==================== block 1
===== src/rtl/led_step_timer.sv =====
// Timebase for the LED rotator: free-running pulses every LIMIT_k clocks, or one
// pulse per step-button rising edge while stopped. Counter and state exposed for debug.
module led_step_timer #(
  parameter int unsigned           NB_COUNTER = 32,
  parameter logic [NB_COUNTER-1:0] LIMIT_0    = NB_COUNTER'(2**23),
  parameter logic [NB_COUNTER-1:0] LIMIT_1    = NB_COUNTER'(2**24),
  parameter logic [NB_COUNTER-1:0] LIMIT_2    = NB_COUNTER'(2**25),
  parameter logic [NB_COUNTER-1:0] LIMIT_3    = NB_COUNTER'(2**26)
) (
  input  logic                  clock,
  input  logic                  i_reset,
  input  logic                  i_enable,
  input  logic [1:0]            i_sel,
  input  logic                  i_step,
  output logic                  o_valid,
  output logic [NB_COUNTER-1:0] o_count,
  output logic [1:0]            o_state
);

  // o_valid is a plain strobe with no back-pressure: the rotator consumes every
  // cycle it is high, and it is high for exactly one cycle per timing event.

  typedef enum logic [1:0] {
    ST_STOP = 2'b00,
    ST_RUN  = 2'b01,
    ST_STEP = 2'b10
  } state_t;

  state_t                  state_q;
  logic [NB_COUNTER-1:0]   count_q;
  logic                    valid_q;
  logic [1:0]              sel_q;
  logic                    step_q;

  logic                    step_rise;
  logic                    sel_chg;
  logic [NB_COUNTER-1:0]   limit;
  logic [NB_COUNTER-1:0]   limit_m1;

  assign step_rise = i_step & ~step_q;
  assign sel_chg   = (i_sel != sel_q);

  always_comb begin
    limit = LIMIT_0;
    case (sel_q)
      2'd0:    limit = LIMIT_0;
      2'd1:    limit = LIMIT_1;
      2'd2:    limit = LIMIT_2;
      default: limit = LIMIT_3;
    endcase
    limit_m1 = limit - NB_COUNTER'(1);
  end

  always_ff @(posedge clock) begin
    // Input history is refreshed even in reset so no false step edge appears on release.
    sel_q  <= i_sel;
    step_q <= i_step;
    if (i_reset) begin
      state_q <= ST_STOP;
      count_q <= '0;
      valid_q <= 1'b0;
    end else begin
      case (state_q)
        ST_STOP: begin
          count_q <= '0;
          valid_q <= 1'b0;
          if (i_enable)       state_q <= ST_RUN;
          else if (step_rise) state_q <= ST_STEP;
        end
        ST_RUN: begin
          if (!i_enable) begin
            count_q <= '0;
            valid_q <= 1'b0;
            state_q <= ST_STOP;
          end else if (sel_chg) begin
            // Restart the period from zero under the newly selected limit.
            count_q <= '0;
            valid_q <= 1'b0;
          end else if (count_q == limit_m1) begin
            count_q <= '0;
            valid_q <= 1'b1;
          end else begin
            count_q <= count_q + NB_COUNTER'(1);
            valid_q <= 1'b0;
          end
        end
        ST_STEP: begin
          count_q <= '0;
          valid_q <= 1'b1;
          state_q <= i_enable ? ST_RUN : ST_STOP;
        end
        default: begin
          count_q <= '0;
          valid_q <= 1'b0;
          state_q <= ST_STOP;
        end
      endcase
    end
  end

  assign o_valid = valid_q;
  assign o_count = count_q;
  assign o_state = state_q;

endmodule


===== config.mk =====
export PLATFORM = sky130hd
export DESIGN_NAME = led_step_timer
export DESIGN_NICKNAME = d
export VERILOG_FILES = /design/src/rtl/led_step_timer.sv
export SDC_FILE = /design/constraint.sdc
export NUM_CORES = 1
export LEC_CHECK = 0
export ABC_AREA = 1
export CAP_MARGIN = 5
export CORE_MARGIN = 10
export CORE_UTILIZATION = 47
export CTS_BUF_LIST = sky130_fd_sc_hd__clkbuf_2 sky130_fd_sc_hd__clkbuf_4 sky130_fd_sc_hd__clkbuf_8
export DETAILED_ROUTE_END_ITERATION = 6
export PLACE_DENSITY = 0.75
export SLEW_MARGIN = 20
export SYNTH_ARGS = -nofsm -noshare
export SYNTH_HDL_FRONTEND = slang
export SYNTH_SLANG_ARGS = --single-unit

===== constraint.sdc =====
create_clock -name clock -period 1.9 [get_ports clock]
set_clock_uncertainty 0.15 [all_clocks]
set_input_delay 0.38 -clock clock [delete_from_list [all_inputs] [get_ports clock]]
set_output_delay 0.38 -clock clock [all_outputs]
set_load 0.03 [all_outputs]

==> summary.txt <==
flow finished, numbers: outcome=finished, final reports clean, placed wire-length estimate=4024 um, asr flop ratio synth=0%, Post-Route Utilization=61.17%, Crit. Startpoint=o_count[0], Slew @ Worst Pin=0.4000 ns, crit-path leading delay family=buffers and inverters, met3 Resource Use GR=5.850%, most used flip-flop cell=dfxtp_1, Hold Path Depth=1, cell count along the critical path=1, Cell Type Count=26, Detail Route met2 WL=2403 um, cells along the critical path=clkdlybuf4s50_1, Critical Path Fanout Max=4, Synth top cells by count=nand2_1 (79), nor2_1 (46), dfxtp_1 (38), die height=87.85 um
==> block_1/clocks.png <==
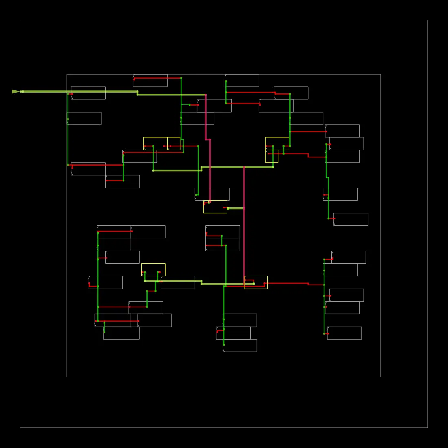
worst skew pair latency: 0.29 ns
CTS Buf Count: 5
Clk power: 0.000544 W


==================== block 2
## config.mk

```make
export PLATFORM = sky130hd
export DESIGN_NAME = reg_writeback_unit
export DESIGN_NICKNAME = d
export VERILOG_FILES = /design/src/rtl/reg_writeback_unit.sv
export SDC_FILE = /design/constraint.sdc
export NUM_CORES = 1
export LEC_CHECK = 0
export CAP_MARGIN = 5
export CORE_UTILIZATION = 57
export CTS_CLUSTER_SIZE = 28
export DETAILED_ROUTE_END_ITERATION = 12
export PLACE_DENSITY = 0.87
export SETUP_SLACK_MARGIN = 0.1
export SLEW_MARGIN = 20
export SYNTH_ARGS = -nofsm -noshare
export SYNTH_HDL_FRONTEND = slang
export SYNTH_SLANG_ARGS = --single-unit
```

## constraint.sdc

```tcl
create_clock -name clk -period 10.8 [get_ports clk]
set_clock_uncertainty 0.1 [all_clocks]
set_input_delay 1.08 -clock clk [delete_from_list [all_inputs] [get_ports clk]]
set_output_delay 1.08 -clock clk [all_outputs]
set_load 0.01 [all_outputs]
```

## src/rtl/reg_writeback_unit.sv

```systemverilog
// Register-file write-port driver: merges single-cycle EX results with
// in-order long-latency completions and tracks pending LC destinations.
module reg_writeback_unit #(
  parameter int DATA_W    = 32,
  parameter int ADDR_W    = 5,
  parameter int TAG_DEPTH = 4,
  parameter int BUF_DEPTH = 2
) (
  input  logic              clk,
  input  logic              reset,
  input  logic              ex_valid,
  input  logic              ex_rdst,
  input  logic              ex_jal,
  input  logic [ADDR_W-1:0] ex_rt,
  input  logic [ADDR_W-1:0] ex_rd,
  input  logic [DATA_W-1:0] ex_data,
  input  logic              lc_issue,
  input  logic [ADDR_W-1:0] lc_dest,
  output logic              lc_issue_ok,
  input  logic              lc_valid,
  input  logic [DATA_W-1:0] lc_data,
  output logic              lc_ready,
  input  logic [ADDR_W-1:0] id_rs,
  input  logic [ADDR_W-1:0] id_rt,
  input  logic [ADDR_W-1:0] id_dest,
  output logic              stall,
  output logic              wr_en,
  output logic [ADDR_W-1:0] wr_addr,
  output logic [DATA_W-1:0] wr_data,
  output logic              err
);

  localparam int TPW  = (TAG_DEPTH > 1) ? $clog2(TAG_DEPTH) : 1;
  localparam int BPW  = (BUF_DEPTH > 1) ? $clog2(BUF_DEPTH) : 1;
  localparam int MAXD = (TAG_DEPTH > BUF_DEPTH) ? TAG_DEPTH : BUF_DEPTH;
  localparam int CW   = $clog2(MAXD + 1);

  logic [ADDR_W-1:0] tag_mem [TAG_DEPTH];
  logic [TAG_DEPTH-1:0] tag_vld;
  logic [TPW-1:0]    tag_wp, tag_rp;
  logic [CW-1:0]     tag_cnt;

  logic [DATA_W-1:0] buf_mem [BUF_DEPTH];
  logic [BPW-1:0]    buf_wp, buf_rp;
  logic [CW-1:0]     buf_cnt;

  logic [ADDR_W-1:0] ex_dest;
  logic [ADDR_W-1:0] head_tag;
  logic              ex_wr, lc_pop, unmatched;
  logic              tag_push, buf_push, issue_err, comp_err;

  function automatic logic reg_hit(input logic [ADDR_W-1:0] r,
                                   input logic [ADDR_W-1:0] t);
    return (r != '0) && (r == t);
  endfunction

  // Occupancy-based flow control from registered counts only.
  assign lc_issue_ok = tag_cnt < CW'(TAG_DEPTH);
  assign lc_ready    = buf_cnt < CW'(BUF_DEPTH);

  // Destination resolution, write-port arbitration and FIFO handshakes.
  always_comb begin
    ex_dest   = ex_jal ? ADDR_W'(31) : (ex_rdst ? ex_rd : ex_rt);
    ex_wr     = ex_valid && (ex_dest != '0);
    lc_pop    = !ex_wr && (buf_cnt != '0);
    unmatched = tag_cnt > buf_cnt;
    tag_push  = lc_issue && lc_issue_ok;
    issue_err = lc_issue && !lc_issue_ok;
    buf_push  = lc_valid && lc_ready && unmatched;
    comp_err  = lc_valid && !unmatched;
    head_tag  = tag_mem[tag_rp];
  end

  // Decode hazard: any pending tag, plus the write currently in flight to the regfile.
  always_comb begin
    stall = wr_en && (reg_hit(id_rs, wr_addr) || reg_hit(id_rt, wr_addr) ||
                      reg_hit(id_dest, wr_addr));
    for (int unsigned i = 0; i < TAG_DEPTH; i++) begin
      if (tag_vld[TPW'(i)] &&
          (reg_hit(id_rs, tag_mem[TPW'(i)]) || reg_hit(id_rt, tag_mem[TPW'(i)]) ||
           reg_hit(id_dest, tag_mem[TPW'(i)])))
        stall = 1'b1;
    end
  end

  // Destination tag FIFO; a per-slot valid bit makes the pending set directly searchable.
  always_ff @(posedge clk or posedge reset) begin
    if (reset) begin
      tag_mem <= '{default: '0};
      tag_vld <= '0;
      tag_wp  <= '0;
      tag_rp  <= '0;
      tag_cnt <= '0;
    end else begin
      if (tag_push) begin
        tag_mem[tag_wp] <= lc_dest;
        tag_vld[tag_wp] <= 1'b1;
        tag_wp <= (tag_wp == TPW'(TAG_DEPTH - 1)) ? '0 : tag_wp + TPW'(1);
      end
      if (lc_pop) begin
        tag_vld[tag_rp] <= 1'b0;
        tag_rp <= (tag_rp == TPW'(TAG_DEPTH - 1)) ? '0 : tag_rp + TPW'(1);
      end
      tag_cnt <= tag_cnt + CW'(tag_push) - CW'(lc_pop);
    end
  end

  // Completed-result buffer.
  always_ff @(posedge clk or posedge reset) begin
    if (reset) begin
      buf_mem <= '{default: '0};
      buf_wp  <= '0;
      buf_rp  <= '0;
      buf_cnt <= '0;
    end else begin
      if (buf_push) begin
        buf_mem[buf_wp] <= lc_data;
        buf_wp <= (buf_wp == BPW'(BUF_DEPTH - 1)) ? '0 : buf_wp + BPW'(1);
      end
      if (lc_pop)
        buf_rp <= (buf_rp == BPW'(BUF_DEPTH - 1)) ? '0 : buf_rp + BPW'(1);
      buf_cnt <= buf_cnt + CW'(buf_push) - CW'(lc_pop);
    end
  end

  // Registered write port and sticky protocol error.
  always_ff @(posedge clk or posedge reset) begin
    if (reset) begin
      wr_en   <= 1'b0;
      wr_addr <= '0;
      wr_data <= '0;
      err     <= 1'b0;
    end else begin
      wr_en <= 1'b0;
      if (ex_wr) begin
        wr_en   <= 1'b1;
        wr_addr <= ex_dest;
        wr_data <= ex_data;
      end else if (lc_pop && (head_tag != '0)) begin
        wr_en   <= 1'b1;
        wr_addr <= head_tag;
        wr_data <= buf_mem[buf_rp];
      end
      if (issue_err || comp_err)
        err <= 1'b1;
    end
  end

endmodule
```

==> block_2/io_fan.png <==
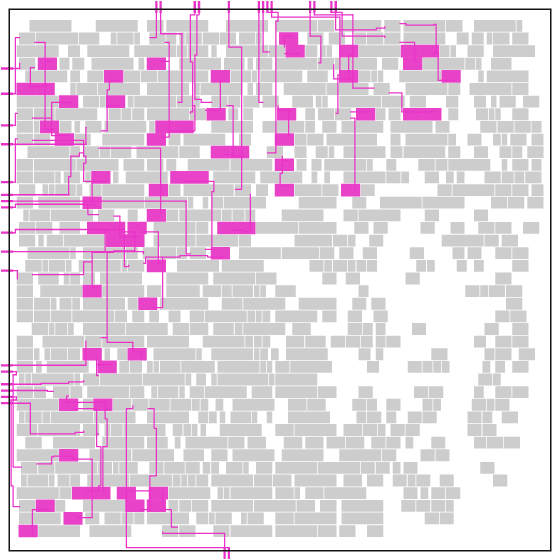
Magenta shows lc_data, bits 32, direction input, edge 17 west, 13 north, 2 south, end cells 64, buffers 32, wire 1320 um.
Top-Level Pins: 143
I/O Buffers: 142

==> block_2/logic_types.png <==
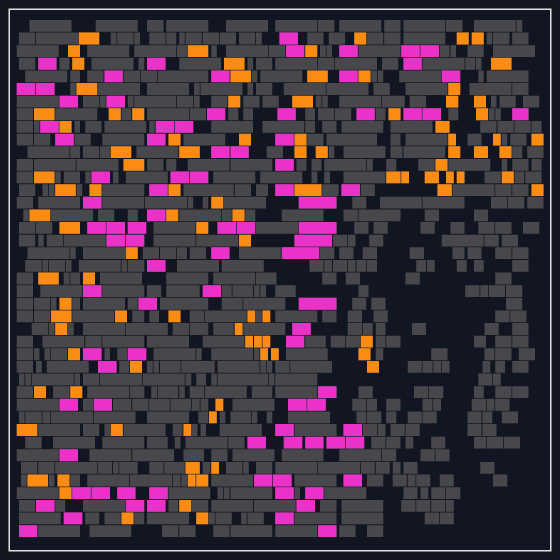
Magenta shows multiplexers, cells 91, most used mux2_2. Orange shows inverting AOI/OAI gates, cells 99, most used a211oi_1, where all over the die.
Commonest Layout Cell: clkdlybuf4s50_1
Comb area share: 38.68%
post-route insts no fill: 956

==> summary.txt <==
flow finished, numbers: outcome=finished, final reports clean, largest class=logic gates, Comb. pwr=0.00114 W, FF-to-FF setup slack=7.78 ns, die area=13530 um^2, worst path arrival time=3.69 ns, Top-area cell share=46.71%, Flops=139, WP buf/inv=2, FA/HA/MAJ Cells, Area Fraction=3.058%, MUX share of area=14.50%, die height=116.3 um, Max-Slew Margin vs Limit=30.89%, CTS root buf=clkbuf_16, Cell Pwr Density=294.4 nW/um^2

==================== block 3
===== src/rtl/if_fetch.sv =====
// Instruction-fetch front end: turns accepted PCs into imem reads, pairs responses with
// their PCs in two FIFOs and presents them to decode; a flush discards all outstanding fetches.
module if_fetch #(
  parameter int unsigned DEPTH = 2,
  parameter int unsigned CW    = 2
) (
  input  logic        core_clk,
  input  logic        core_rst,
  input  logic [63:0] pc,
  input  logic        pc_valid,
  input  logic        flush,
  output logic        pc_pause,
  output logic        imem_req_valid,
  input  logic        imem_req_ready,
  output logic [63:0] imem_req_addr,
  input  logic        imem_rsp_valid,
  input  logic [31:0] imem_rsp_data,
  output logic        if_valid,
  input  logic        if_ready,
  output logic [63:0] if_pc,
  output logic [31:0] if_inst
);

  localparam int unsigned PW = (DEPTH > 1) ? $clog2(DEPTH) : 1;
  localparam logic [CW:0] DEPTH_W = (CW+1)'(DEPTH);

  logic [63:0]   pcq_mem [DEPTH];
  logic [31:0]   iq_mem  [DEPTH];

  logic [PW-1:0] pcq_wr_q, pcq_wr_d;
  logic [PW-1:0] iq_wr_q, iq_wr_d;
  logic [PW-1:0] rd_q, rd_d;
  logic [CW-1:0] pcq_cnt_q, pcq_cnt_d;
  logic [CW-1:0] iq_cnt_q, iq_cnt_d;
  logic [CW-1:0] drop_cnt_q, drop_cnt_d;

  logic [CW:0]   occupancy;
  logic [CW-1:0] flush_drop;
  logic          credit;
  logic          req_fire;
  logic          pop;
  logic          has_inflight;
  logic          rsp_drop;
  logic          rsp_keep;
  logic          rsp_err;

  // Request side
  always_comb begin
    occupancy      = {1'b0, pcq_cnt_q} + {1'b0, drop_cnt_q};
    credit         = occupancy < DEPTH_W;
    // Reset is asynchronous, so gate the request combinationally as well
    imem_req_valid = pc_valid & ~flush & credit & ~core_rst;
    imem_req_addr  = pc;
    req_fire       = imem_req_valid & imem_req_ready;
    pc_pause       = ~req_fire;
  end

  // Response classification
  always_comb begin
    has_inflight = (pcq_cnt_q != iq_cnt_q);
    rsp_drop     = imem_rsp_valid & (drop_cnt_q != '0);
    rsp_keep     = imem_rsp_valid & ~flush & (drop_cnt_q == '0) & has_inflight;
    rsp_err      = imem_rsp_valid & (drop_cnt_q == '0) & ~has_inflight;
  end

  // Output side
  always_comb begin
    if_valid = (iq_cnt_q != '0) & ~flush;
    pop      = if_valid & if_ready;
    if (iq_cnt_q != '0) begin
      if_pc   = pcq_mem[rd_q];
      if_inst = iq_mem[rd_q];
    end else begin
      if_pc   = '0;
      if_inst = '0;
    end
  end

  // Outstanding fetches that a flush turns into drops; a response in the flush cycle
  // retires one of them immediately.
  always_comb begin
    flush_drop = drop_cnt_q + (pcq_cnt_q - iq_cnt_q);
    if (imem_rsp_valid && (flush_drop != '0)) begin
      flush_drop = flush_drop - 1'b1;
    end
  end

  // Next-state for counters and pointers
  always_comb begin
    pcq_cnt_d  = pcq_cnt_q;
    iq_cnt_d   = iq_cnt_q;
    drop_cnt_d = drop_cnt_q;
    pcq_wr_d   = pcq_wr_q;
    iq_wr_d    = iq_wr_q;
    rd_d       = rd_q;
    if (flush) begin
      pcq_cnt_d  = '0;
      iq_cnt_d   = '0;
      drop_cnt_d = flush_drop;
      pcq_wr_d   = '0;
      iq_wr_d    = '0;
      rd_d       = '0;
    end else begin
      if (req_fire) begin
        pcq_cnt_d = pcq_cnt_d + 1'b1;
        pcq_wr_d  = pcq_wr_q + 1'b1;
      end
      if (rsp_keep) begin
        iq_cnt_d = iq_cnt_d + 1'b1;
        iq_wr_d  = iq_wr_q + 1'b1;
      end
      if (rsp_drop) begin
        drop_cnt_d = drop_cnt_q - 1'b1;
      end
      if (pop) begin
        pcq_cnt_d = pcq_cnt_d - 1'b1;
        iq_cnt_d  = iq_cnt_d - 1'b1;
        rd_d      = rd_q + 1'b1;
      end
    end
  end

  always_ff @(posedge core_clk or posedge core_rst) begin
    if (core_rst) begin
      pcq_cnt_q  <= '0;
      iq_cnt_q   <= '0;
      drop_cnt_q <= '0;
      pcq_wr_q   <= '0;
      iq_wr_q    <= '0;
      rd_q       <= '0;
    end else begin
      pcq_cnt_q  <= pcq_cnt_d;
      iq_cnt_q   <= iq_cnt_d;
      drop_cnt_q <= drop_cnt_d;
      pcq_wr_q   <= pcq_wr_d;
      iq_wr_q    <= iq_wr_d;
      rd_q       <= rd_d;
    end
  end

  // Payload storage; entries are only read when their count says they are valid
  always_ff @(posedge core_clk) begin
    if (req_fire) begin
      pcq_mem[pcq_wr_q] <= pc;
    end
    if (rsp_keep) begin
      iq_mem[iq_wr_q] <= imem_rsp_data;
    end
  end

  // A response with nothing outstanding is a memory protocol error and is ignored
  rsp_no_inflight: assert property (@(posedge core_clk) disable iff (core_rst) !rsp_err);

  iq_le_pcq: assert property (@(posedge core_clk) disable iff (core_rst)
    iq_cnt_q <= pcq_cnt_q);

  occupancy_le_depth: assert property (@(posedge core_clk) disable iff (core_rst)
    occupancy <= DEPTH_W);

endmodule


===== config.mk =====
export PLATFORM = sky130hd
export DESIGN_NAME = if_fetch
export DESIGN_NICKNAME = d
export VERILOG_FILES = /design/src/rtl/if_fetch.sv
export SDC_FILE = /design/constraint.sdc
export NUM_CORES = 1
export LEC_CHECK = 0
export ABC_AREA = 1
export CAP_MARGIN = 20
export CORE_MARGIN = 2
export CORE_UTILIZATION = 40
export DETAILED_ROUTE_END_ITERATION = 12
export PLACE_DENSITY_LB_ADDON = 0.3
export SLEW_MARGIN = 20
export SYNTH_ARGS = -nofsm -noshare
export SYNTH_HDL_FRONTEND = slang
export SYNTH_SLANG_ARGS = --single-unit
export TNS_END_PERCENT = 1

===== constraint.sdc =====
create_clock -name core_clk -period 6.4 [get_ports core_clk]
set_input_delay 1.28 -clock core_clk [delete_from_list [all_inputs] [get_ports core_clk]]
set_output_delay 1.28 -clock core_clk [all_outputs]
set_load 0.005 [all_outputs]

==> block_3/logic_types.png <==
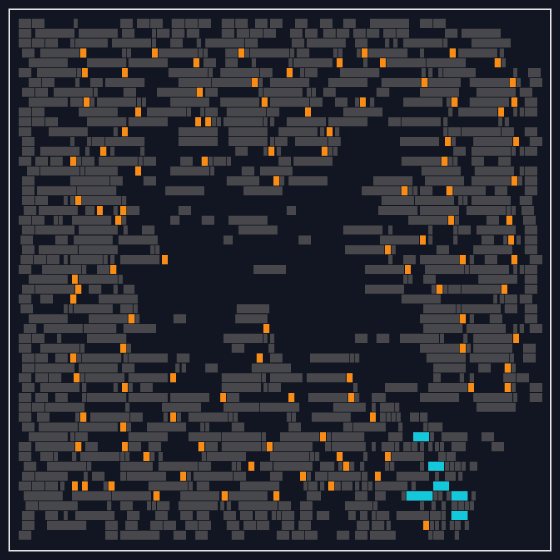
Orange shows inverting AOI/OAI gates, cells 103, most used o21ai_0, where all over the die. Cyan shows adder and majority cells, cells 6, most used ha_1, where south-east.
Comb area share: 14.98%
Commonest Layout Cell: clkdlybuf4s50_1
post-route insts no fill: 1175

==> summary.txt <==
flow finished, numbers: outcome=finished, final reports clean, Largest regs=pcq_mem x128, iq_mem x64, count of library flops with an enable pin=192, Final Setup Violations=0, CTS root buf=clkbuf_16, Slew @ Worst Pin=0.9802 ns, power consumption=0.003484 W, static leakage=4.178 nW, Flops=201, Placed Instances=1134, xor+xnor area frac=0.4153%, Post-CTS Hold Buffers=0, mi-comb count=366, Met1 Routed Length=7880 um, sequential group power=0.00152 W, Met3 Wirelength=1884 um, core area=20890 um^2, most frequent cells in the layout=clkdlybuf4s50_1 (265), nor2_1 (197), edfxtp_1 (192), yosys synthesis chip area=8436 um^2, fmax=0.2202 GHz, FA/HA/MAJ Cells, Area Fraction=0.9789%, cell with the most instances after synthesis=nor2_1, most used flip-flop cell=edfxtp_1, Max-Cap Viols=0, syn_nets=793, WL per Instance=16.34 um, MUX share of area=0%
==> block_3/clk_routes.png <==
The bar under the picture is 50 um long.
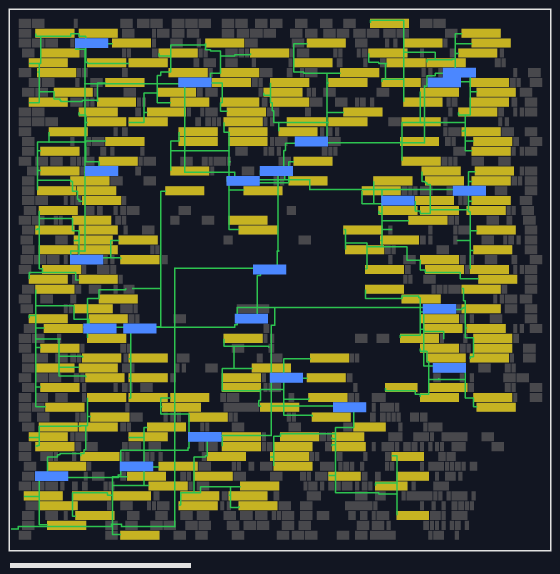
Yellow shows flip-flops, count 201. Blue shows clock drivers, count 22. Green shows clock wires, length 2360 um.
There are 23 routed clock nets.
worst skew pair latency: 0.49 ns
Clk power: 0.00113 W
clock network fraction of total power: 32.4%
worst clock skew: 0.01018 ns


==================== block 4
==> block_4/clk_routes.png <==
The bar under the picture is 20 um long.
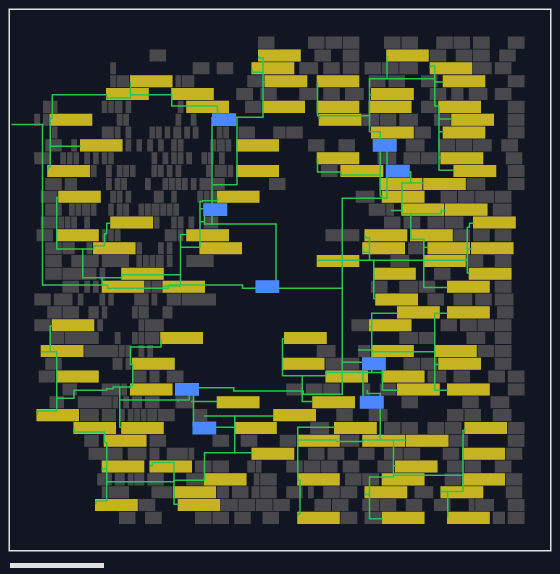
==> block_4/logic_types.png <==
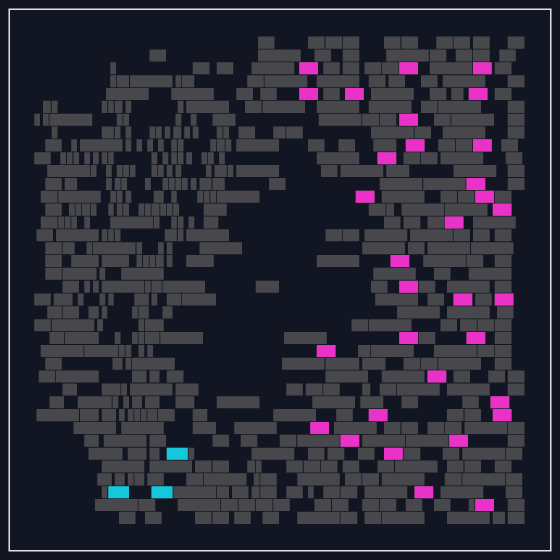
==> src/rtl/mem_wb_writeback.sv <==
// MEM/WB pipeline register, write-back mux, forwarding tap and retire counter.
// Define WB_LOAD_EXT_EN to enable big-endian sub-word load extraction and LoadFault.
module mem_wb_writeback #(
  parameter int unsigned DATA_W = 32,
  parameter int unsigned CNT_W  = 32
) (
  input  logic              Clock,
  input  logic              ResetN,
  input  logic              Stall,
  input  logic              Flush,
  input  logic              MemValid,
  input  logic              MemRegWrite,
  input  logic              MemMemtoReg,
  input  logic [4:0]        MemWriteRegister,
  input  logic [DATA_W-1:0] MemAluResult,
  input  logic [DATA_W-1:0] MemReadData,
  input  logic [1:0]        MemLoadSize,
  input  logic              MemLoadUnsigned,
  output logic [4:0]        WriteRegister,
  output logic [DATA_W-1:0] WriteData,
  output logic              RegWrite,
  output logic              FwdValid,
  output logic [4:0]        FwdRegister,
  output logic [DATA_W-1:0] FwdData,
  output logic              LoadFault,
  output logic [CNT_W-1:0]  RetireCount
);

  logic              valid_q;
  logic              regwrite_q;
  logic              memtoreg_q;
  logic [4:0]        wreg_q;
  logic [DATA_W-1:0] alu_q;
  logic [DATA_W-1:0] rdata_q;
  logic [1:0]        size_q;
  logic              unsigned_q;
  logic [CNT_W-1:0]  count_q;

  always_ff @(posedge Clock or negedge ResetN) begin
    if (!ResetN) begin
      valid_q    <= 1'b0;
      regwrite_q <= 1'b0;
      memtoreg_q <= 1'b0;
      wreg_q     <= '0;
      alu_q      <= '0;
      rdata_q    <= '0;
      size_q     <= '0;
      unsigned_q <= 1'b0;
      count_q    <= '0;
    end else begin
      // Stall and Flush both produce a bubble; the payload is still captured.
      valid_q    <= MemValid & ~Stall & ~Flush;
      regwrite_q <= MemRegWrite;
      memtoreg_q <= MemMemtoReg;
      wreg_q     <= MemWriteRegister;
      alu_q      <= MemAluResult;
      rdata_q    <= MemReadData;
      size_q     <= MemLoadSize;
      unsigned_q <= MemLoadUnsigned;
      count_q    <= count_q + CNT_W'(valid_q);
    end
  end

  logic [DATA_W-1:0] load_data;
  logic              fault;

`ifdef WB_LOAD_EXT_EN
  logic [7:0]  byte_v;
  logic [15:0] half_v;

  always_comb begin
    byte_v    = 8'h00;
    half_v    = 16'h0000;
    load_data = rdata_q;
    fault     = 1'b0;
    unique case (alu_q[1:0])
      2'd0:    byte_v = rdata_q[31:24];
      2'd1:    byte_v = rdata_q[23:16];
      2'd2:    byte_v = rdata_q[15:8];
      default: byte_v = rdata_q[7:0];
    endcase
    half_v = alu_q[1] ? rdata_q[15:0] : rdata_q[31:16];
    unique case (size_q)
      2'b00:   load_data = {{(DATA_W-8){~unsigned_q & byte_v[7]}}, byte_v};
      2'b01: begin
        load_data = {{(DATA_W-16){~unsigned_q & half_v[15]}}, half_v};
        fault     = valid_q & memtoreg_q & alu_q[0];
      end
      default: load_data = rdata_q;
    endcase
  end
`else
  logic unused_load_cfg;
  assign unused_load_cfg = ^{size_q, unsigned_q};
  assign load_data       = rdata_q;
  assign fault           = 1'b0;
`endif

  assign WriteRegister = wreg_q;
  assign WriteData     = memtoreg_q ? load_data : alu_q;
  assign RegWrite      = valid_q & regwrite_q & (wreg_q != 5'd0) & ~fault;
  assign LoadFault     = fault;
  assign FwdValid      = RegWrite;
  assign FwdRegister   = WriteRegister;
  assign FwdData       = WriteData;
  assign RetireCount   = count_q;

endmodule

==> config.mk <==
export PLATFORM = sky130hd
export DESIGN_NAME = mem_wb_writeback
export DESIGN_NICKNAME = d
export VERILOG_FILES = /design/src/rtl/mem_wb_writeback.sv
export SDC_FILE = /design/constraint.sdc
export NUM_CORES = 1
export LEC_CHECK = 0
export ABC_AREA = 1
export CORE_MARGIN = 5
export CORE_UTILIZATION = 40
export DETAILED_ROUTE_END_ITERATION = 12
export PLACE_DENSITY_LB_ADDON = 0.3
export REMOVE_ABC_BUFFERS = 1
export SYNTH_ARGS = -nofsm -noshare
export SYNTH_HDL_FRONTEND = slang
export SYNTH_SLANG_ARGS = --single-unit
==> constraint.sdc <==
create_clock -name Clock -period 3.1 [get_ports Clock]
set_input_delay 0.31 -clock Clock [delete_from_list [all_inputs] [get_ports Clock]]
set_output_delay 0.31 -clock Clock [all_outputs]
set_load 0.01 [all_outputs]
==> summary.txt <==
flow finished, numbers: Complex Gates by Area=0%, Max-Slew Margin vs Limit=27.61%, Placed Area=6083 um^2, Rows=38, slowest cell on the critical path=dfrtp_1, Basic Gates by Area=18.53%, outcome=finished, final reports clean, peak supply drop=0.2404 mV, end of the critical path=FwdData[4], Worst Hold Slack=0.1253 ns, cell with the most instances after synthesis=dfrtp_1, FA/HA/MAJ Cells, Area Fraction=0.8618%, antenna diode count=0, drt total wl=10690 um, WS Path Type=flip-flop to output pin, Area Growth Syn to Fin=43.75%, ys flops=104, WP buf/inv=2, CTS tree=done, post-route ant nets=0, Top-area cell share=59.75%, reg2reg path depth=9, Global Route Usage Sum=16.93%, post-DR vias/cell=4.486, total grt overflow=0, FF-to-FF setup slack=1.51 ns, DRC=0, Placed Instances=661, uppermost layer routed=met4
Notes on block_4/clk_routes.png above:
Blue shows clock drivers, count 9. Green shows clock wires, length 1160 um. Yellow shows flip-flops, count 104.
There are 10 routed clock nets. Position of the flops: all over the die.
Clk power: 0.000774 W
clock network fraction of total power: 28.2%
worst skew pair latency: 0.36 ns
worst clock skew: 0.006030 ns

Notes on block_4/logic_types.png above:
Cyan shows adder and majority cells, cells 3, most used ha_1. Magenta shows multiplexers, cells 32, most used mux2_2.
Commonest Layout Cell: clkdlybuf4s50_1
post-route insts no fill: 677
Comb area share: 21.76%


==================== block 5
==> block_5/wires.png <==
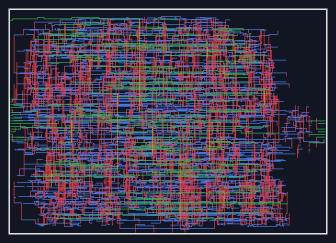
==> block_5/io_fan.png <==
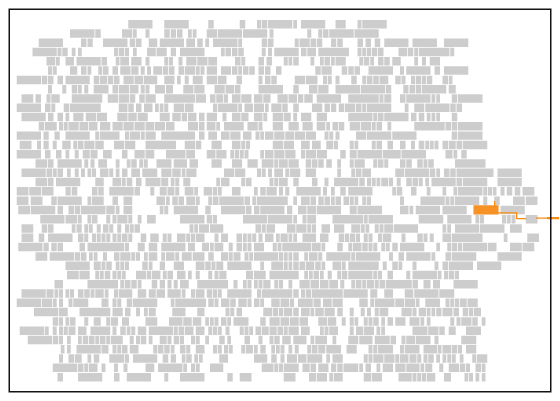
==> block_5/clocks.png <==
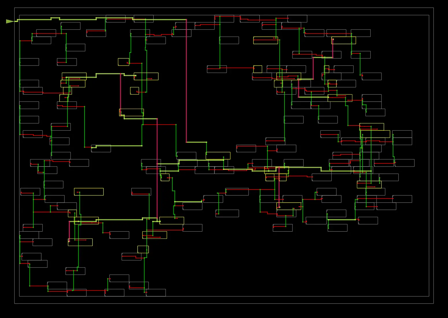
<file path="config.mk">
export PLATFORM = sky130hd
export DESIGN_NAME = eth_udp_rx_check
export DESIGN_NICKNAME = d
export VERILOG_FILES = /design/src/rtl/eth_udp_rx_check.sv
export SDC_FILE = /design/constraint.sdc
export NUM_CORES = 1
export LEC_CHECK = 0
export ABC_AREA = 1
export CAP_MARGIN = 0
export CORE_ASPECT_RATIO = 0.7
export CORE_MARGIN = 1.5
export CORE_UTILIZATION = 50
export DETAILED_ROUTE_END_ITERATION = 6
export GPL_TIMING_DRIVEN = 1
export PLACE_DENSITY = 0.69
export SLEW_MARGIN = 20
export SYNTH_ARGS = -nofsm -noshare
export SYNTH_HDL_FRONTEND = slang
export SYNTH_SLANG_ARGS = --single-unit
</file>
<file path="constraint.sdc">
create_clock -name clk -period 2.6 [get_ports clk]
set_clock_uncertainty 0.1 [all_clocks]
set_input_delay 0.39 -clock clk [delete_from_list [all_inputs] [get_ports clk]]
set_output_delay 0.39 -clock clk [all_outputs]
set_load 0.05 [all_outputs]
</file>
<file path="src/rtl/eth_udp_rx_check.sv">
// eth_udp_rx_check: Ethernet II / IPv4 / UDP receive parser and checker.
// Checks FCS, addressing and (with RX_UDP_CSUM_EN) the UDP checksum.
//
// Ports:
//   clk, clear_n        clock, synchronous active-low reset
//   rx_data/valid/first/last  received frame bytes (FCS attached)
//   pl_data/valid/first/last  UDP payload stream, registered
//   frame_done          one-cycle status strobe, 2 cycles after rx_last
//   fcs_ok, hdr_ok, udp_ok, len_err  held status flags
//
// Optional feature macro: RX_UDP_CSUM_EN (UDP checksum check).
// When undefined, udp_ok reads 1 from the first frame_done onwards.

module eth_udp_rx_check #(
    parameter logic [31:0] LOCAL_IP   = 32'hC0A8_002C,
    parameter logic [15:0] LOCAL_PORT = 16'h0400
) (
    input  logic       clk,
    input  logic       clear_n,
    input  logic [7:0] rx_data,
    input  logic       rx_valid,
    input  logic       rx_first,
    input  logic       rx_last,
    output logic [7:0] pl_data,
    output logic       pl_valid,
    output logic       pl_first,
    output logic       pl_last,
    output logic       frame_done,
    output logic       fcs_ok,
    output logic       hdr_ok,
    output logic       udp_ok,
    output logic       len_err
);

    typedef enum logic [2:0] {
        S_IDLE, S_HDR, S_DATA, S_TAIL, S_DROP
    } state_t;

    localparam logic [31:0] CRC_POLY    = 32'hEDB8_8320;
    localparam logic [31:0] CRC_RESIDUE = 32'hDEBB_20E3;

    function automatic logic [31:0] crc_byte(
        input logic [31:0] c,
        input logic [7:0]  b
    );
        logic [31:0] r;
        r = c ^ {24'h0, b};
        for (int i = 0; i < 8; i++) begin
            r = r[0] ? ((r >> 1) ^ CRC_POLY) : (r >> 1);
        end
        return r;
    endfunction

    state_t      state_q, state_d;
    logic [15:0] cnt_q, cnt_d;
    logic [31:0] crc_q, crc_d;
    logic [15:0] ulen_q, ulen_d;
    logic        bad_q, bad_d;
    logic        hok_q, hok_d;
    logic        lerr_q, lerr_d;
    logic [7:0]  pl_data_q, pl_data_d;
    logic        pl_valid_q, pl_valid_d;
    logic        pl_first_q, pl_first_d;
    logic        pl_last_q, pl_last_d;
    // stage 1: snapshot at the end of a frame
    logic        s1_q, s1_d;
    logic [31:0] s1_crc_q, s1_crc_d;
    logic        s1_hok_q, s1_hok_d;
    logic        s1_lerr_q, s1_lerr_d;
    // stage 2: CRC compare and first fold
    logic        s2_q, s2_d;
    logic        s2_fcs_q, s2_fcs_d;
    logic        s2_hok_q, s2_hok_d;
    logic        s2_lerr_q, s2_lerr_d;
    // status outputs
    logic        done_q, done_d;
    logic        fcs_q, fcs_d;
    logic        hdr_q, hdr_d;
    logic        udp_q, udp_d;
    logic        len_q, len_d;

`ifdef RX_UDP_CSUM_EN
    logic [31:0] sum_q, sum_d;
    logic        cz_q, cz_d;
    logic [31:0] s1_sum_q, s1_sum_d;
    logic        s1_cz_q, s1_cz_d;
    logic [16:0] s2_fold_q, s2_fold_d;
    logic        s2_cz_q, s2_cz_d;
    logic [15:0] word;
    logic [15:0] fold2;
`endif

    state_t      cur;
    logic [15:0] off;
    logic [16:0] last_off;
    logic        mis;
    logic        abort;

    always_comb begin
        state_d    = state_q;
        cnt_d      = cnt_q;
        crc_d      = crc_q;
        ulen_d     = ulen_q;
        bad_d      = bad_q;
        hok_d      = hok_q;
        lerr_d     = lerr_q;
        pl_data_d  = pl_data_q;
        pl_valid_d = 1'b0;
        pl_first_d = 1'b0;
        pl_last_d  = 1'b0;
        s1_d       = 1'b0;
        s1_crc_d   = s1_crc_q;
        s1_hok_d   = s1_hok_q;
        s1_lerr_d  = s1_lerr_q;
        // a new frame always starts parsing as byte 0 of the header
        cur      = rx_first ? S_HDR : state_q;
        off      = rx_first ? 16'd0 : cnt_q;
        last_off = {1'b0, ulen_q} + 17'd33;
        abort    = rx_valid && rx_first && (state_q != S_IDLE);
`ifdef RX_UDP_CSUM_EN
        sum_d    = sum_q;
        cz_d     = cz_q;
        s1_sum_d = s1_sum_q;
        s1_cz_d  = s1_cz_q;
        // even offsets are the high byte of a 16-bit word
        word     = off[0] ? {8'h00, rx_data} : {rx_data, 8'h00};
`endif

        unique case (off)
            16'd12:  mis = rx_data != 8'h08;
            16'd13:  mis = rx_data != 8'h00;
            16'd14:  mis = rx_data != 8'h45;
            16'd23:  mis = rx_data != 8'h11;
            16'd30:  mis = rx_data != LOCAL_IP[31:24];
            16'd31:  mis = rx_data != LOCAL_IP[23:16];
            16'd32:  mis = rx_data != LOCAL_IP[15:8];
            16'd33:  mis = rx_data != LOCAL_IP[7:0];
            16'd36:  mis = rx_data != LOCAL_PORT[15:8];
            16'd37:  mis = rx_data != LOCAL_PORT[7:0];
            default: mis = 1'b0;
        endcase

        if (rx_valid && cur != S_IDLE) begin
            if (rx_first) begin
                crc_d  = crc_byte(32'hFFFF_FFFF, rx_data);
                cnt_d  = 16'd1;
                ulen_d = 16'd0;
                bad_d  = 1'b0;
                hok_d  = 1'b0;
                lerr_d = 1'b0;
`ifdef RX_UDP_CSUM_EN
                // pseudo-header protocol word
                sum_d  = 32'h0000_0011;
                cz_d   = 1'b0;
`endif
            end else begin
                crc_d = crc_byte(crc_q, rx_data);
                if (cnt_q != 16'hFFFF) begin
                    cnt_d = cnt_q + 16'd1;
                end
            end

            unique case (cur)
                S_HDR: begin
                    state_d = S_HDR;
                    bad_d   = bad_d | mis;
                    if (off == 16'd38) ulen_d[15:8] = rx_data;
                    if (off == 16'd39) ulen_d[7:0]  = rx_data;
`ifdef RX_UDP_CSUM_EN
                    if (off >= 16'd26) begin
                        sum_d = sum_d + {16'h0, word};
                    end
                    // UDP length also appears in the pseudo-header
                    if (off == 16'd38 || off == 16'd39) begin
                        sum_d = sum_d + {16'h0, word};
                    end
                    if (off == 16'd40) cz_d = (rx_data == 8'h00);
                    if (off == 16'd41) cz_d = cz_q && (rx_data == 8'h00);
`endif
                    if (off == 16'd41) begin
                        hok_d  = !bad_d;
                        lerr_d = ulen_q < 16'd8;
                        if (!hok_d || ulen_q < 16'd8) begin
                            state_d = S_DROP;
                        end else if (ulen_q == 16'd8) begin
                            state_d = S_TAIL;
                        end else begin
                            state_d = S_DATA;
                        end
                    end
                end
                S_DATA: begin
                    pl_valid_d = 1'b1;
                    pl_data_d  = rx_data;
                    pl_first_d = off == 16'd42;
                    pl_last_d  = ({1'b0, off} == last_off) || rx_last;
`ifdef RX_UDP_CSUM_EN
                    sum_d = sum_q + {16'h0, word};
`endif
                    if ({1'b0, off} == last_off) begin
                        state_d = S_TAIL;
                    end
                end
                default: ;
            endcase

            if (rx_last) begin
                state_d   = S_IDLE;
                s1_d      = 1'b1;
                s1_crc_d  = crc_d;
                s1_hok_d  = hok_d;
                s1_lerr_d = lerr_d
                    || cur == S_HDR
                    || cur == S_DATA
                    || off < 16'd63
                    || (cur == S_TAIL
                        && {1'b0, off} < {1'b0, ulen_q} + 17'd37);
`ifdef RX_UDP_CSUM_EN
                s1_sum_d = sum_d;
                s1_cz_d  = cz_d;
`endif
            end
        end

        // missing rx_last: report the old frame from its live state
        if (abort) begin
            s1_d      = 1'b1;
            s1_crc_d  = crc_q;
            s1_hok_d  = hok_q;
            s1_lerr_d = 1'b1;
`ifdef RX_UDP_CSUM_EN
            s1_sum_d = sum_q;
            s1_cz_d  = cz_q;
`endif
        end

        s2_d      = s1_q;
        s2_fcs_d  = s1_crc_q == CRC_RESIDUE;
        s2_hok_d  = s1_hok_q;
        s2_lerr_d = s1_lerr_q;
`ifdef RX_UDP_CSUM_EN
        s2_fold_d = {1'b0, s1_sum_q[31:16]} + {1'b0, s1_sum_q[15:0]};
        s2_cz_d   = s1_cz_q;
        fold2     = s2_fold_q[15:0] + {15'h0, s2_fold_q[16]};
`endif

        done_d = s2_q;
        fcs_d  = fcs_q;
        hdr_d  = hdr_q;
        udp_d  = udp_q;
        len_d  = len_q;
        if (s2_q) begin
            fcs_d = s2_fcs_q;
            hdr_d = s2_hok_q;
            len_d = s2_lerr_q;
`ifdef RX_UDP_CSUM_EN
            udp_d = (fold2 == 16'hFFFF) || s2_cz_q;
`else
            udp_d = 1'b1;
`endif
        end
    end

    always_ff @(posedge clk) begin
        if (!clear_n) begin
            state_q    <= S_IDLE;
            cnt_q      <= 16'd0;
            crc_q      <= 32'hFFFF_FFFF;
            ulen_q     <= 16'd0;
            bad_q      <= 1'b0;
            hok_q      <= 1'b0;
            lerr_q     <= 1'b0;
            pl_data_q  <= 8'h00;
            pl_valid_q <= 1'b0;
            pl_first_q <= 1'b0;
            pl_last_q  <= 1'b0;
            s1_q       <= 1'b0;
            s1_crc_q   <= 32'h0;
            s1_hok_q   <= 1'b0;
            s1_lerr_q  <= 1'b0;
            s2_q       <= 1'b0;
            s2_fcs_q   <= 1'b0;
            s2_hok_q   <= 1'b0;
            s2_lerr_q  <= 1'b0;
            done_q     <= 1'b0;
            fcs_q      <= 1'b0;
            hdr_q      <= 1'b0;
            udp_q      <= 1'b0;
            len_q      <= 1'b0;
`ifdef RX_UDP_CSUM_EN
            sum_q      <= 32'h0;
            cz_q       <= 1'b0;
            s1_sum_q   <= 32'h0;
            s1_cz_q    <= 1'b0;
            s2_fold_q  <= 17'h0;
            s2_cz_q    <= 1'b0;
`endif
        end else begin
            state_q    <= state_d;
            cnt_q      <= cnt_d;
            crc_q      <= crc_d;
            ulen_q     <= ulen_d;
            bad_q      <= bad_d;
            hok_q      <= hok_d;
            lerr_q     <= lerr_d;
            pl_data_q  <= pl_data_d;
            pl_valid_q <= pl_valid_d;
            pl_first_q <= pl_first_d;
            pl_last_q  <= pl_last_d;
            s1_q       <= s1_d;
            s1_crc_q   <= s1_crc_d;
            s1_hok_q   <= s1_hok_d;
            s1_lerr_q  <= s1_lerr_d;
            s2_q       <= s2_d;
            s2_fcs_q   <= s2_fcs_d;
            s2_hok_q   <= s2_hok_d;
            s2_lerr_q  <= s2_lerr_d;
            done_q     <= done_d;
            fcs_q      <= fcs_d;
            hdr_q      <= hdr_d;
            udp_q      <= udp_d;
            len_q      <= len_d;
`ifdef RX_UDP_CSUM_EN
            sum_q      <= sum_d;
            cz_q       <= cz_d;
            s1_sum_q   <= s1_sum_d;
            s1_cz_q    <= s1_cz_d;
            s2_fold_q  <= s2_fold_d;
            s2_cz_q    <= s2_cz_d;
`endif
        end
    end

    assign pl_data    = pl_data_q;
    assign pl_valid   = pl_valid_q;
    assign pl_first   = pl_first_q;
    assign pl_last    = pl_last_q;
    assign frame_done = done_q;
    assign fcs_ok     = fcs_q;
    assign hdr_ok     = hdr_q;
    assign udp_ok     = udp_q;
    assign len_err    = len_q;

endmodule

</file>
==> summary.txt <==
flow finished, numbers: CTS root buf=clkbuf_16, Hold Path Class=flip-flop to flip-flop, reg2reg path depth=14, outcome=complete, but fails checks, PnR worst setup slack=-0.02790 ns, Post-CTS Hold Buffers=0, most crowded layer after global routing=met1, asr flop ratio synth=0%, top power group=the clock network, Yosys warning total=0, count of non-CTS buffers in the layout=169, Final Setup Violations=1, violated checks=setup timing, Slew Limit Fails=0, DRC=0, Largest regs=crc_q x32, s1_crc_q x32, yosys synthesis chip area=8422 um^2
Notes on block_5/wires.png above:
Green shows metal 3, wire length 3690 um. Orange shows metal 4, wire length 221 um. Red shows metal 2, wire length 10400 um. Blue shows metal 1, wire length 13300 um.
drt total wl: 27650 um
WL per Instance: 16.84 um
total number of vias: 9077
Global Route Usage Sum: 32.12%

Notes on block_5/io_fan.png above:
Orange shows len_err, bits 1, direction output, edge east, end cells 1, buffers 1, wire 16.2 um.
Top-Level Pins: 29
I/O Buffers: 28

Notes on block_5/clocks.png above:
Clk power: 0.00248 W
CTS Buf Count: 17


==================== block 6
==> block_6/logic_types.png <==
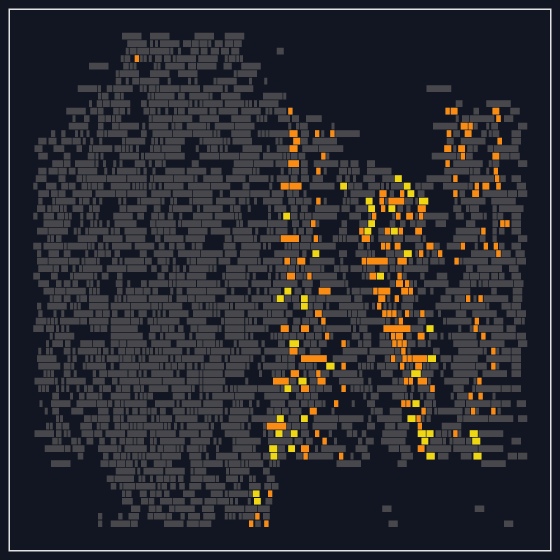
==> block_6/wires.png <==
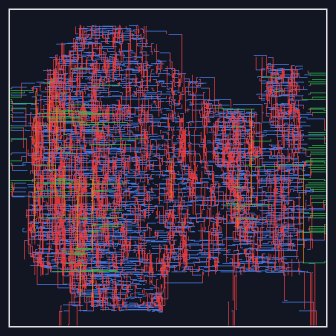
## config.mk

```make
export PLATFORM = sky130hd
export DESIGN_NAME = st_gain_offset_sat
export DESIGN_NICKNAME = d
export VERILOG_FILES = /design/src/rtl/st_gain_offset_sat.sv
export SDC_FILE = /design/constraint.sdc
export NUM_CORES = 1
export LEC_CHECK = 0
export CAP_MARGIN = 15
export CORE_MARGIN = 8
export CORE_UTILIZATION = 45
export CTS_BUF_LIST = sky130_fd_sc_hd__clkbuf_16
export DETAILED_ROUTE_END_ITERATION = 8
export GPL_ROUTABILITY_DRIVEN = 0
export HOLD_SLACK_MARGIN = 0.02
export PLACE_DENSITY = 0.66
export SYNTH_ARGS = -nofsm -noshare
export SYNTH_HDL_FRONTEND = slang
export SYNTH_SLANG_ARGS = --single-unit
```

## constraint.sdc

```tcl
create_clock -name clk -period 5.81 [get_ports clk]
set_input_delay 0.581 -clock clk [delete_from_list [all_inputs] [get_ports clk]]
set_output_delay 0.581 -clock clk [all_outputs]
set_load 0.1 [all_outputs]
```

## src/rtl/st_gain_offset_sat.sv

```systemverilog
// Streaming gain/offset stage: y = sat(round(x*gain/2^FRAC_BITS) + offset).
// Two registered stages (product, then round/offset/clamp) with full valid/ready backpressure.
module st_gain_offset_sat #(
  parameter int DATA_W    = 16,
  parameter int COEF_W    = 16,
  parameter int FRAC_BITS = 8,
  parameter int CNT_W     = 16
) (
  input  logic              clk,
  input  logic              reset,
  input  logic              in_valid,
  input  logic [DATA_W-1:0] in_data,
  output logic              in_ready,
  output logic              out_valid,
  output logic [DATA_W-1:0] out_data,
  input  logic              out_ready,
  input  logic [COEF_W-1:0] gain,
  input  logic [DATA_W-1:0] offset,
  input  logic              sat_clr,
  output logic              sat_flag,
  output logic [CNT_W-1:0]  sat_count
);

  localparam int PW     = DATA_W + COEF_W;
  localparam int SW     = PW + 2;
  localparam int RND_SH = (FRAC_BITS > 0) ? FRAC_BITS - 1 : 0;
  localparam logic [PW:0] RND = (FRAC_BITS > 0) ? ((PW+1)'(1) << RND_SH) : '0;
  localparam logic signed [SW-1:0] SMAX = {{(SW-DATA_W+1){1'b0}}, {(DATA_W-1){1'b1}}};
  localparam logic signed [SW-1:0] SMIN = ~SMAX;

  // Handshake: a beat moves on valid && ready; a stage advances when it is
  // empty or its contents are leaving this cycle.
  logic s2_en, s1_en, s2_load;

  logic              s1_valid_q, s1_valid_d;
  logic [PW-1:0]     s1_prod_q, s1_prod_d;
  logic [DATA_W-1:0] s1_off_q, s1_off_d;
  logic              out_valid_q, out_valid_d;
  logic [DATA_W-1:0] out_data_q, out_data_d;
  logic              sat_flag_q, sat_flag_d;
  logic [CNT_W-1:0]  sat_count_q, sat_count_d;

  logic [PW:0]            rsum;
  logic signed [PW:0]     r;
  logic signed [SW-1:0]   s;
  logic                   sat_hi, sat_lo;

  assign s2_en    = !out_valid_q || out_ready;
  assign s1_en    = !s1_valid_q || s2_en;
  assign s2_load  = s2_en && s1_valid_q;
  assign in_ready = s1_en;

  // Operands are sign-extended to the full product width so the most-negative
  // corner case (-2^(N-1) * -2^(M-1)) is representable.
  always_comb begin
    s1_valid_d = s1_valid_q;
    s1_prod_d  = s1_prod_q;
    s1_off_d   = s1_off_q;
    if (s1_en) begin
      s1_valid_d = in_valid;
      if (in_valid) begin
        s1_prod_d = $signed({{COEF_W{in_data[DATA_W-1]}}, in_data}) *
                    $signed({{DATA_W{gain[COEF_W-1]}}, gain});
        s1_off_d  = offset;
      end
    end
  end

  always_comb begin
    rsum   = {s1_prod_q[PW-1], s1_prod_q} + RND;
    r      = $signed(rsum) >>> FRAC_BITS;
    s      = {r[PW], r} + {{(SW-DATA_W){s1_off_q[DATA_W-1]}}, s1_off_q};
    sat_hi = s > SMAX;
    sat_lo = s < SMIN;
  end

  always_comb begin
    out_valid_d = out_valid_q;
    out_data_d  = out_data_q;
    if (s2_en) begin
      out_valid_d = s1_valid_q;
      if (s1_valid_q) begin
        if (sat_hi)      out_data_d = SMAX[DATA_W-1:0];
        else if (sat_lo) out_data_d = SMIN[DATA_W-1:0];
        else             out_data_d = s[DATA_W-1:0];
      end
    end
  end

  // A clear wins over a saturation event landing in the same cycle.
  always_comb begin
    sat_flag_d  = sat_flag_q;
    sat_count_d = sat_count_q;
    if (sat_clr) begin
      sat_flag_d  = 1'b0;
      sat_count_d = '0;
    end else if (s2_load && (sat_hi || sat_lo)) begin
      sat_flag_d = 1'b1;
      if (sat_count_q != '1) sat_count_d = sat_count_q + 1'b1;
    end
  end

  always_ff @(posedge clk or posedge reset) begin
    if (reset) begin
      s1_valid_q  <= 1'b0;
      s1_prod_q   <= '0;
      s1_off_q    <= '0;
      out_valid_q <= 1'b0;
      out_data_q  <= '0;
      sat_flag_q  <= 1'b0;
      sat_count_q <= '0;
    end else begin
      s1_valid_q  <= s1_valid_d;
      s1_prod_q   <= s1_prod_d;
      s1_off_q    <= s1_off_d;
      out_valid_q <= out_valid_d;
      out_data_q  <= out_data_d;
      sat_flag_q  <= sat_flag_d;
      sat_count_q <= sat_count_d;
    end
  end

  assign out_valid = out_valid_q;
  assign out_data  = out_data_q;
  assign sat_flag  = sat_flag_q;
  assign sat_count = sat_count_q;

endmodule
```

==> summary.txt <==
flow finished, numbers: violated checks=setup timing, uppermost layer routed=met4, Top-area cell share=36.06%, Reg with most FFs=s1_prod_q, post-route insts no fill=2272, WP buf/inv=5, CTS root buf=clkbuf_16, Sequential Area=1902 um^2, die area=38330 um^2, Final Setup Violations=12, outcome=complete, but fails checks, PnR worst setup slack=-0.3495 ns
About block_6/logic_types.png:
Yellow shows AND-OR and OR-AND gates, cells 44, most used a21o_1. Orange shows inverting AOI/OAI gates, cells 156, most used a21oi_1.
Comb area share: 64.24%
Commonest Layout Cell: inv_1

About block_6/wires.png:
Orange shows metal 4, wire length 557 um. Blue shows metal 1, wire length 16400 um. Red shows metal 2, wire length 16700 um. Green shows metal 3, wire length 1550 um.
total number of vias: 11470
WL per Instance: 15.49 um
Global Route Usage Sum: 18.58%



==> screenshots <==
The clock network.
shot_01.png
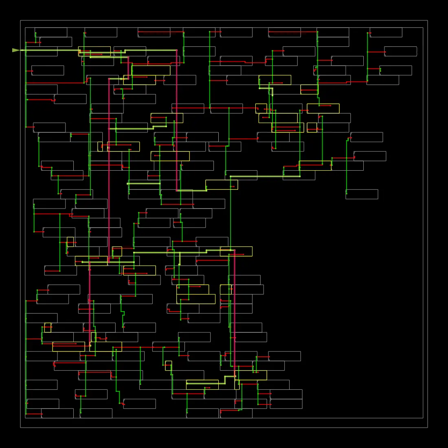
shot_02.png
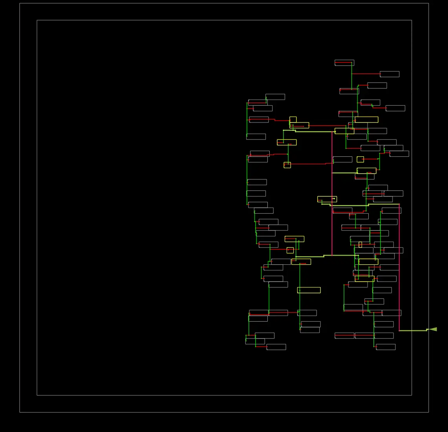
shot_03.png
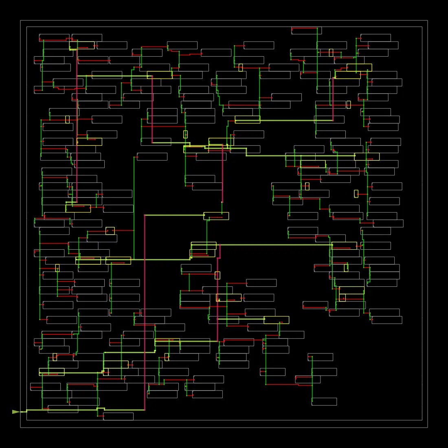
shot_04.png
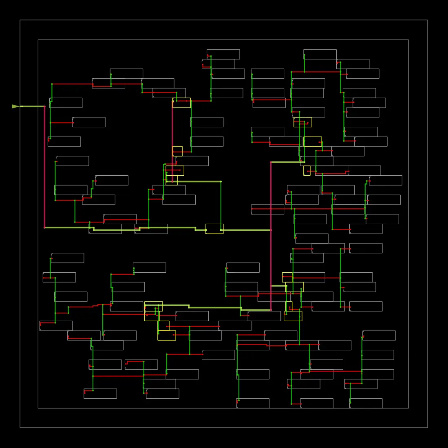
shot_04.png is block 4.
shot_03.png is block 3.
shot_02.png is block 6.
shot_01.png is block 2.
The one with the most clock buffers is shot_03.png.
The one with the most sequential cells is shot_03.png.

Power and IR drop assume default switching activity.
